######## block 1 ########
### Power grid, block 1

Scale: 2 px per µm. Pins as bars on the die edge.
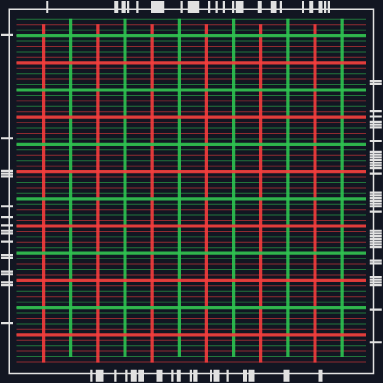
### Signal wires on met4, block 1

Scale: 2 px per µm.
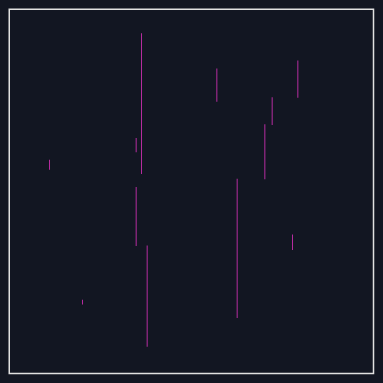
## src/rtl/imu_frame_assembler_pkg.sv

```systemverilog
// Shared types and constants for the IMU frame assembler: FSM state
// encoding, frame geometry, and word-slot indices within a frame.
package imu_pkg;

    typedef enum logic [1:0] {
        IDLE    = 2'd0,
        KICK    = 2'd1,
        COLLECT = 2'd2,
        PUBLISH = 2'd3
    } state_t;

    localparam int FRAME_BYTES = 14;
    localparam int FRAME_WORDS = 7;
    localparam int BYTE_IDX_W  = $clog2(FRAME_BYTES);

    // Word slots in stream order; word k is built from bytes 2k (MSB) and 2k+1.
    localparam int ACCEL_X = 0;
    localparam int ACCEL_Y = 1;
    localparam int ACCEL_Z = 2;
    localparam int TEMP    = 3;
    localparam int GYRO_X  = 4;
    localparam int GYRO_Y  = 5;
    localparam int GYRO_Z  = 6;

    // Big-endian pairing of two stream bytes into one frame word.
    function automatic logic [15:0] pack_word(input logic [7:0] hi, input logic [7:0] lo);
        return {hi, lo};
    endfunction

endpackage

```

## src/rtl/imu_frame_assembler_sample_tick_gen.sv

```systemverilog
// Free-running divider: counts 0..PERIOD-1 from reset and flags the last
// count so the frame request rate is one tick every PERIOD cycles.
module sample_tick_gen #(
    parameter int unsigned PERIOD = 100
) (
    input  logic clk,
    input  logic rst_n,
    output logic tick
);

    localparam int CNT_W = (PERIOD > 1) ? $clog2(PERIOD) : 1;
    localparam logic [CNT_W-1:0] LAST = CNT_W'(PERIOD - 1);

    logic [CNT_W-1:0] cnt_q;

    assign tick = (cnt_q == LAST);

    // Advance the divider, wrapping on the last count.
    // NOTE: clocked state uses non-blocking (<=) so every flop samples pre-edge values.
    always_ff @(posedge clk or negedge rst_n) begin
        if (!rst_n) begin
            cnt_q <= '0;
        end else if (tick) begin
            cnt_q <= '0;
        end else begin
            cnt_q <= cnt_q + 1'b1;
        end
    end

endmodule

```

## src/rtl/imu_frame_assembler.sv

```systemverilog
// IMU frame assembler: kicks an I2C burst read every sample tick, gathers the
// 14 returned bytes in a shadow buffer and publishes all seven words at once.
// Optional build macro FRAME_TIMEOUT_EN adds a kick-to-last-byte watchdog
// (TIMEOUT_CYCLES) that drops a stalled frame and pulses frame_err.
module imu_frame_assembler
    import imu_pkg::*;
#(
    parameter int unsigned CLK_MAIN       = 50_000_000,
    parameter int unsigned SAMPLE_HZ      = 500
`ifdef FRAME_TIMEOUT_EN
    ,
    parameter int unsigned TIMEOUT_CYCLES = 200_000
`endif
) (
    input  logic               clk,
    input  logic               rst_n,
    output logic               en_start,
    output logic               read_now,
    input  logic [7:0]         data,
    input  logic               data_avalid,
    output logic signed [15:0] accel_x,
    output logic signed [15:0] accel_y,
    output logic signed [15:0] accel_z,
    output logic signed [15:0] temp,
    output logic signed [15:0] gyro_x,
    output logic signed [15:0] gyro_y,
    output logic signed [15:0] gyro_z,
    output logic               frame_valid,
    output logic               frame_err,
    output logic [7:0]         overrun_cnt
);

    localparam logic [BYTE_IDX_W-1:0] LAST_BYTE = BYTE_IDX_W'(FRAME_BYTES - 1);

    state_t                  state_q, next_state;
    logic                    tick;
    logic [BYTE_IDX_W-1:0]   byte_cnt_q;
    logic [7:0]              shadow_q [FRAME_BYTES];
    logic [15:0]             words_q  [FRAME_WORDS];
    logic                    byte_take;
    logic                    byte_last;
    logic                    timeout_hit;

    // Every transaction on this bus is a read.
    assign read_now = 1'b1;

    sample_tick_gen #(
        .PERIOD (CLK_MAIN / SAMPLE_HZ)
    ) u_tick (
        .clk   (clk),
        .rst_n (rst_n),
        .tick  (tick)
    );

    assign byte_take = (state_q == COLLECT) && data_avalid;
    assign byte_last = byte_take && (byte_cnt_q == LAST_BYTE);

    // Next-state logic; a completed frame wins over a coincident timeout.
    // NOTE: the default assignment first keeps this block free of inferred latches.
    always_comb begin
        next_state = state_q;
        case (state_q)
            IDLE:    if (tick) next_state = KICK;
            KICK:    next_state = COLLECT;
            COLLECT: begin
                if (byte_last)        next_state = PUBLISH;
                else if (timeout_hit) next_state = IDLE;
            end
            PUBLISH: next_state = IDLE;
            default: next_state = IDLE;
        endcase
    end

    // State register plus registered control outputs and counters.
    always_ff @(posedge clk or negedge rst_n) begin
        if (!rst_n) begin
            state_q     <= IDLE;
            en_start    <= 1'b0;
            frame_valid <= 1'b0;
            byte_cnt_q  <= '0;
            overrun_cnt <= '0;
        end else begin
            state_q     <= next_state;
            en_start    <= (next_state == KICK);
            frame_valid <= (state_q == PUBLISH);
            if (state_q == KICK) begin
                byte_cnt_q <= '0;
            end else if (byte_take) begin
                byte_cnt_q <= byte_cnt_q + 1'b1;
            end
            if (tick && (state_q != IDLE) && (overrun_cnt != 8'hFF)) begin
                overrun_cnt <= overrun_cnt + 1'b1;
            end
        end
    end

    // Capture incoming bytes into the shadow buffer while collecting.
    // NOTE: the shadow buffer has no reset; every entry is rewritten before PUBLISH reads it.
    always_ff @(posedge clk) begin
        if (byte_take) begin
            shadow_q[byte_cnt_q] <= data;
        end
    end

    // Publish the whole shadow buffer at once so consumers never see a mixed frame.
    always_ff @(posedge clk or negedge rst_n) begin
        if (!rst_n) begin
            for (int k = 0; k < FRAME_WORDS; k++) words_q[k] <= '0;
        end else if (state_q == PUBLISH) begin
            for (int k = 0; k < FRAME_WORDS; k++) begin
                words_q[k] <= pack_word(shadow_q[2*k], shadow_q[2*k+1]);
            end
        end
    end

    assign accel_x = words_q[ACCEL_X];
    assign accel_y = words_q[ACCEL_Y];
    assign accel_z = words_q[ACCEL_Z];
    assign temp    = words_q[TEMP];
    assign gyro_x  = words_q[GYRO_X];
    assign gyro_y  = words_q[GYRO_Y];
    assign gyro_z  = words_q[GYRO_Z];

`ifdef FRAME_TIMEOUT_EN
    logic [31:0] timer_q;

    // Timer reads 1 in the first COLLECT cycle, so it equals cycles since the kick.
    assign timeout_hit = (state_q == COLLECT) && (timer_q == 32'(TIMEOUT_CYCLES - 1));

    // Watchdog from kick to last byte; flags a dropped frame for one cycle.
    always_ff @(posedge clk or negedge rst_n) begin
        if (!rst_n) begin
            timer_q   <= '0;
            frame_err <= 1'b0;
        end else begin
            if (state_q == KICK) begin
                timer_q <= 32'd1;
            end else if (state_q == COLLECT) begin
                timer_q <= timer_q + 32'd1;
            end
            frame_err <= timeout_hit && !byte_last;
        end
    end
`else
    assign timeout_hit = 1'b0;
    assign frame_err   = 1'b0;
`endif

endmodule

```

## config.mk

```make
export PLATFORM = sky130hd
export DESIGN_NAME = imu_frame_assembler
export DESIGN_NICKNAME = d
export VERILOG_FILES = /design/src/rtl/imu_frame_assembler_pkg.sv /design/src/rtl/imu_frame_assembler_sample_tick_gen.sv /design/src/rtl/imu_frame_assembler.sv
export SDC_FILE = /design/constraint.sdc
export NUM_CORES = 1
export LEC_CHECK = 0
export ABC_CLOCK_PERIOD_IN_PS = 2000
export CAP_MARGIN = 20
export CELL_PAD_IN_SITES_DETAIL_PLACEMENT = 1
export CELL_PAD_IN_SITES_GLOBAL_PLACEMENT = 2
export CORE_MARGIN = 3
export CORE_UTILIZATION = 30
export CTS_CLUSTER_SIZE = 12
export DETAILED_ROUTE_END_ITERATION = 7
export PLACE_DENSITY_LB_ADDON = 0.05
export SLEW_MARGIN = 0
export SYNTH_ARGS = -nofsm -noshare
export SYNTH_HDL_FRONTEND = slang
export SYNTH_SLANG_ARGS = --single-unit
```

## constraint.sdc

```tcl
create_clock -name clk -period 2 [get_ports clk]
set_input_delay 0.4 -clock clk [delete_from_list [all_inputs] [get_ports clk]]
set_output_delay 0.4 -clock clk [all_outputs]
set_load 0.01 [all_outputs]
```

==> flow_metrics.py <==
# Generated from Yosys and OpenROAD reports
metrics = {
    "synthesis": {
        "edf_count": 112,
        "top_area_share_pct": 39.3,
        "most_common_cell": "dfrtp_1",
        "synth.area.top_cells": "dfrtp_1, edfxtp_1, mux2_2",
    },
    "finish": {
        "largest_register_ffs": 112,
        "instances_no_fill": 1118,
        "syn_to_final_growth_pct": 32.3,
        "drive_gt1_share_pct": 27.6,
    },
    "global_routing": {
        "grt_use_met3_pct": 2.48,
        "grt_first_pass_wirelength_um": 34700,
        "initial_antenna_violation_count": 0,
    },
    "sta": {
        "whs_ns": 0.340,
        "timing.final.crit_share_pct": 96.1,
        "finClkSkew_ns": 0.0209,
    },
    "clock_network": {
        "clock.latency.late_pin_ns": 0.54,
        "cts.sinks": 257,
        "clock_tree_from_tritoncts": "built",
        "cts_max_path_buffers": 3,
    },
    "floorplan": {
        "chipArea_um2": 32900,
    },
    "status": {
        "status": "finished clean",
    },
    "worst_setup_path": {
        "critical_path_peak_fanout": 5,
        "ff2ff_setup_slack_ns": 0.13,
    },
    "power": {
        "power_internal_uw": 8460,
        "power.share.clock_pct": 46.3,
    },
    "placement": {
        "dp_hpwl_um": 15000,
        "gp_congestion": 0.766,
    },
    "route": {
        "met2_wirelength_um": 11600,
        "via_density": 4.48,
    },
}
## Picture notes: 'Power grid' of block 1
[red] VSS
[green] VDD
rows: 63
signal pins: 135
met4 straps: 12
met1 rails: 64
met5 straps: 12
area of the placeable core: 30000 µm²
Die X: 181 µm

## Picture notes: 'Signal wires on met4' of block 1
main direction: vertical
longest straight run: 70.0 µm
wire length on this layer: 316 µm
share of all routed wire: 1.4%
nets with wire on the layer: 4
via count: 5011
aggregate routed wire length: 22500 µm

-- layout make-up --
cell class | count | area (µm²)
fill | 3004 | 17700
sequential | 257 | 7000
multi-input combinational | 244 | 2170
timing repair buffer | 168 | 1650
clock buffer | 48 | 858
tap | 390 | 488
clock inverter | 4 | 30.0
inverter | 7 | 26.3
-- what timing repair did --
action | CTS | global route
cloned | 0 | 0
gates resized | 1 | 7
hold buffers | 1 | 0
hold endpoints to repair | 32 | 0
setup endpoints to repair | 1 | 101

######## block 2 ########
`src/rtl/down_count_monitor.sv`:
```
// down_count_monitor
//
// Watches the output of a free-running W-bit down counter and checks that each
// accepted sample is exactly one less (mod 2^W) than the previous one. After
// LOCK_N consecutive good steps the monitor locks. While locked it pulses on
// every 0 -> max wrap, counts wraps, and counts sequence errors. Any error
// drops the monitor back to acquisition.
//
// Ports
//   clk        in   clock
//   rst        in   asynchronous active-high reset
//   cnt_in     in   [W-1:0] count value from the upstream down counter
//   cnt_valid  in   sample cnt_in on this edge
//   clr        in   synchronous clear of all state; wins over cnt_valid
//   locked     out  monitor is in the locked state
//   wrap_pulse out  one-cycle pulse for a wrap accepted while locked
//   wrap_count out  [WRAP_CW-1:0] accepted wraps, saturating
//   seq_err    out  sticky flag, set on the first mismatch while locked
//   err_count  out  [ERR_CW-1:0] mismatches while locked, saturating
//   at_zero    out  last accepted sample was zero
module down_count_monitor #(
  parameter int unsigned W       = 4,
  parameter int unsigned LOCK_N  = 4,
  parameter int unsigned WRAP_CW = 8,
  parameter int unsigned ERR_CW  = 4
) (
  input  logic               clk,
  input  logic               rst,
  input  logic [W-1:0]       cnt_in,
  input  logic               cnt_valid,
  input  logic               clr,
  output logic               locked,
  output logic               wrap_pulse,
  output logic [WRAP_CW-1:0] wrap_count,
  output logic               seq_err,
  output logic [ERR_CW-1:0]  err_count,
  output logic               at_zero
);

  // LOCK_N is limited to 1..15, so four bits always hold the run length.
  localparam int unsigned GoodW = 4;

  typedef enum logic [1:0] {
    StInit,
    StAcquire,
    StLocked
  } state_e;

  state_e             state_q, state_d;
  logic [W-1:0]       prev_q, prev_d;
  logic [GoodW-1:0]   good_q, good_d;
  logic               wrap_pulse_q, wrap_pulse_d;
  logic [WRAP_CW-1:0] wrap_cnt_q, wrap_cnt_d;
  logic               seq_err_q, seq_err_d;
  logic [ERR_CW-1:0]  err_cnt_q, err_cnt_d;
  logic               at_zero_q, at_zero_d;

  logic [W-1:0] expected;
  logic         match;

  // Natural W-bit wraparound gives the modulo-2^W decrement.
  assign expected = prev_q - W'(1);
  assign match    = (cnt_in == expected);

  always_comb begin
    state_d      = state_q;
    prev_d       = prev_q;
    good_d       = good_q;
    wrap_pulse_d = 1'b0;
    wrap_cnt_d   = wrap_cnt_q;
    seq_err_d    = seq_err_q;
    err_cnt_d    = err_cnt_q;
    at_zero_d    = at_zero_q;

    if (clr) begin
      state_d    = StInit;
      prev_d     = '0;
      good_d     = '0;
      wrap_cnt_d = '0;
      seq_err_d  = 1'b0;
      err_cnt_d  = '0;
      at_zero_d  = 1'b0;
    end else if (cnt_valid) begin
      prev_d    = cnt_in;
      at_zero_d = (cnt_in == '0);
      unique case (state_q)
        StInit: begin
          // First sample only seeds prev; there is nothing to compare against.
          state_d = StAcquire;
          good_d  = '0;
        end
        StAcquire: begin
          if (match) begin
            if (good_q == GoodW'(LOCK_N - 1)) begin
              state_d = StLocked;
              good_d  = '0;
            end else begin
              good_d = good_q + GoodW'(1);
            end
          end else begin
            good_d = '0;
          end
        end
        StLocked: begin
          if (match) begin
            // A matching step out of zero is the wrap to all-ones.
            if (prev_q == '0) begin
              wrap_pulse_d = 1'b1;
              if (wrap_cnt_q != '1) wrap_cnt_d = wrap_cnt_q + WRAP_CW'(1);
            end
          end else begin
            state_d   = StAcquire;
            good_d    = '0;
            seq_err_d = 1'b1;
            if (err_cnt_q != '1) err_cnt_d = err_cnt_q + ERR_CW'(1);
          end
        end
        default: begin
          state_d = StInit;
          good_d  = '0;
        end
      endcase
    end
  end

  always_ff @(posedge clk or posedge rst) begin
    if (rst) begin
      state_q      <= StInit;
      prev_q       <= '0;
      good_q       <= '0;
      wrap_pulse_q <= 1'b0;
      wrap_cnt_q   <= '0;
      seq_err_q    <= 1'b0;
      err_cnt_q    <= '0;
      at_zero_q    <= 1'b0;
    end else begin
      state_q      <= state_d;
      prev_q       <= prev_d;
      good_q       <= good_d;
      wrap_pulse_q <= wrap_pulse_d;
      wrap_cnt_q   <= wrap_cnt_d;
      seq_err_q    <= seq_err_d;
      err_cnt_q    <= err_cnt_d;
      at_zero_q    <= at_zero_d;
    end
  end

  assign locked     = (state_q == StLocked);
  assign wrap_pulse = wrap_pulse_q;
  assign wrap_count = wrap_cnt_q;
  assign seq_err    = seq_err_q;
  assign err_count  = err_cnt_q;
  assign at_zero    = at_zero_q;

endmodule

```
`config.mk`:
```
export PLATFORM = sky130hd
export DESIGN_NAME = down_count_monitor
export DESIGN_NICKNAME = d
export VERILOG_FILES = /design/src/rtl/down_count_monitor.sv
export SDC_FILE = /design/constraint.sdc
export NUM_CORES = 1
export LEC_CHECK = 0
export ABC_CLOCK_PERIOD_IN_PS = 2080
export CAP_MARGIN = 20
export CORE_ASPECT_RATIO = 0.8
export CORE_MARGIN = 2
export CORE_UTILIZATION = 48
export DETAILED_ROUTE_END_ITERATION = 10
export GPL_TIMING_DRIVEN = 0
export PLACE_DENSITY_LB_ADDON = 0.05
export SLEW_MARGIN = 15
export SYNTH_ARGS = -nofsm -noshare
export SYNTH_HDL_FRONTEND = slang
export SYNTH_SLANG_ARGS = --single-unit
```
`constraint.sdc`:
```
create_clock -name clk -period 2.08 [get_ports clk]
set_clock_uncertainty 0.1 [all_clocks]
set_input_delay 0.624 -clock clk [delete_from_list [all_inputs] [get_ports clk]]
set_output_delay 0.624 -clock clk [all_outputs]
set_load 0.05 [all_outputs]
```
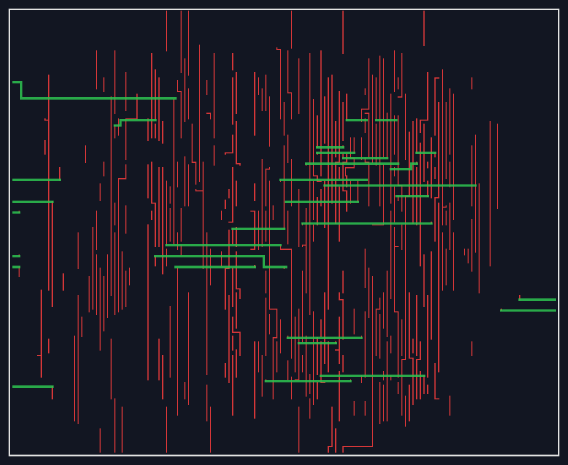
*Wiring by layer, block 2*
Scale: 8 px per µm. Two of the layers only.
[red] met2 | wire length: 1930 µm
[green] met3 | wire length: 237 µm
via count: 1422
GRT Total Usage: 24.2%
aggregate routed wire length: 4100 µm
per-cell routed wire length: 16.6 µm

## cell usage in the layout, fill, tap and decap left out, types with 3 or more instances in the layout
cell type | Yosys | routed
clkbuf_8 | 0 | 3
nor2b_1 | 10 | 10
nand2_1 | 11 | 11
clkbuf_2 | 0 | 4
nor4_4 | 0 | 5
dfrtp_1 | 25 | 24
dlygate4sd2_1 | 0 | 19
nand3_1 | 8 | 8
and3_1 | 4 | 4
nand4_1 | 3 | 3
mux2_1 | 9 | 7
inv_1 | 9 | 6
mux2i_1 | 6 | 6
nor2_1 | 19 | 19
ha_1 | 4 | 3
a21oi_1 | 4 | 4
buf_4 | 0 | 16
==> flow_metrics.py <==
# Generated from Yosys and OpenROAD reports
metrics = {
    "status": {
        "status": "finished clean",
    },
    "finish": {
        "final-clk-cell-share_pct": 2.04,
        "final_core_utilization_pct": 70.7,
        "n_fill_cell": 223,
        "seq_area_share_pct": 28.3,
        "flops": 25,
        "nClkBuffers": 4,
        "syn_to_final_growth_pct": 38.6,
        "comb_area_um2": 1050,
        "area.share.combinational_pct": 47.7,
        "diodes": 0,
    },
    "worst_setup_path": {
        "startpoint_type": "flip-flop",
        "critical-path-max-stage-delay_ns": 0.45,
        "cp_cell_sequence": "nand2b_1 > clkinvlp_4 > clkbuf_4",
        "crit_required_ns": 1.36,
        "crit-reg2reg-launch": "state_q[0]$_DFFE_PP0P_",
        "crit_path_start": "state_q[0]$_DFFE_PP0P_",
        "worst_ep_arrival_time_ns": 1.33,
        "critical_path_peak_fanout": 6,
        "ff2ff_setup_slack_ns": 0.06,
    },
    "placement": {
        "placed_cells_incl_taps": 225,
        "gp_congestion": 0.823,
        "placement.io_buffers": 23,
        "dpl_cell_area_um2": 1880,
    },
    "clock_network": {
        "cts_repair_resize_count": 39,
        "post_cts_buffers": 9,
    },
    "floorplan": {
        "ioPinCount": 24,
        "die_w_um": 68.5,
        "die_h_um": 55.6,
        "placement_rows": 18,
        "chipArea_um2": 3810,
    },
    "route": {
        "top_layer": "met4",
        "via_density": 5.76,
        "detail_route.iter0.violations": 132,
        "wl_met3_um": 236,
    },
    "synthesis": {
        "top_logic_kind": "simple AND/OR/NAND/NOR gates",
        "compound_share_synth_pct": 9.25,
        "synth.top_cells.by_count": "dfrtp_1, nor2_1, nand2_1",
        "yosysWarningCount": 0,
        "netlist-cell-type-count": 46,
        "top_area_share_pct": 39.2,
        "synth-area-yosys_um2": 1600,
        "yosys_instances": 162,
        "synth.ff_latch_count": 25,
        "post_synth.cell_area_avg_um2": 9.86,
    },
    "sta": {
        "maxSlewViolCount": 0,
        "timing.final.crit_share_pct": 98.7,
        "layout_setup_ws_ns": 0.0275,
    },
    "power": {
        "swShare_pct": 30.2,
        "leakagePower_uw": 0.00105,
        "pwr_density_cell_nw_per_um2": 485,
        "power.share.combinational_pct": 26.1,
    },
    "flow_run": {
        "tool_warnings": 29,
    },
    "hold_path": {
        "worst_hold_path_type": "flip-flop to flip-flop",
    },
    "global_routing": {
        "grt_use_met3_pct": 5.26,
        "grt.overflow.total": 0,
        "grt.met1_usage_pct": 37.2,
    },
}


==> layout pictures side by side <==
Track usage over the die.
image #1
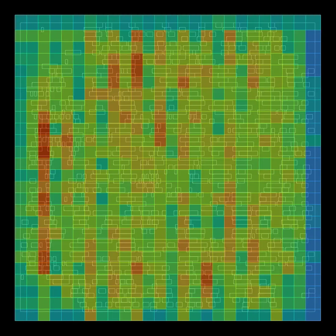
image #2
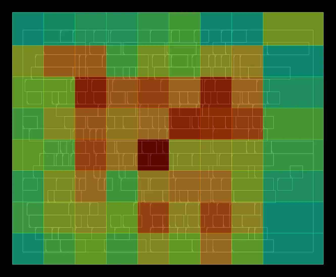
Image #1 is block 1.
Image #2 is block 2.
- highest track usage: image #2
- most wire per cell: image #1

Power figures rest on the tool's default switching activity, not on a simulated workload.
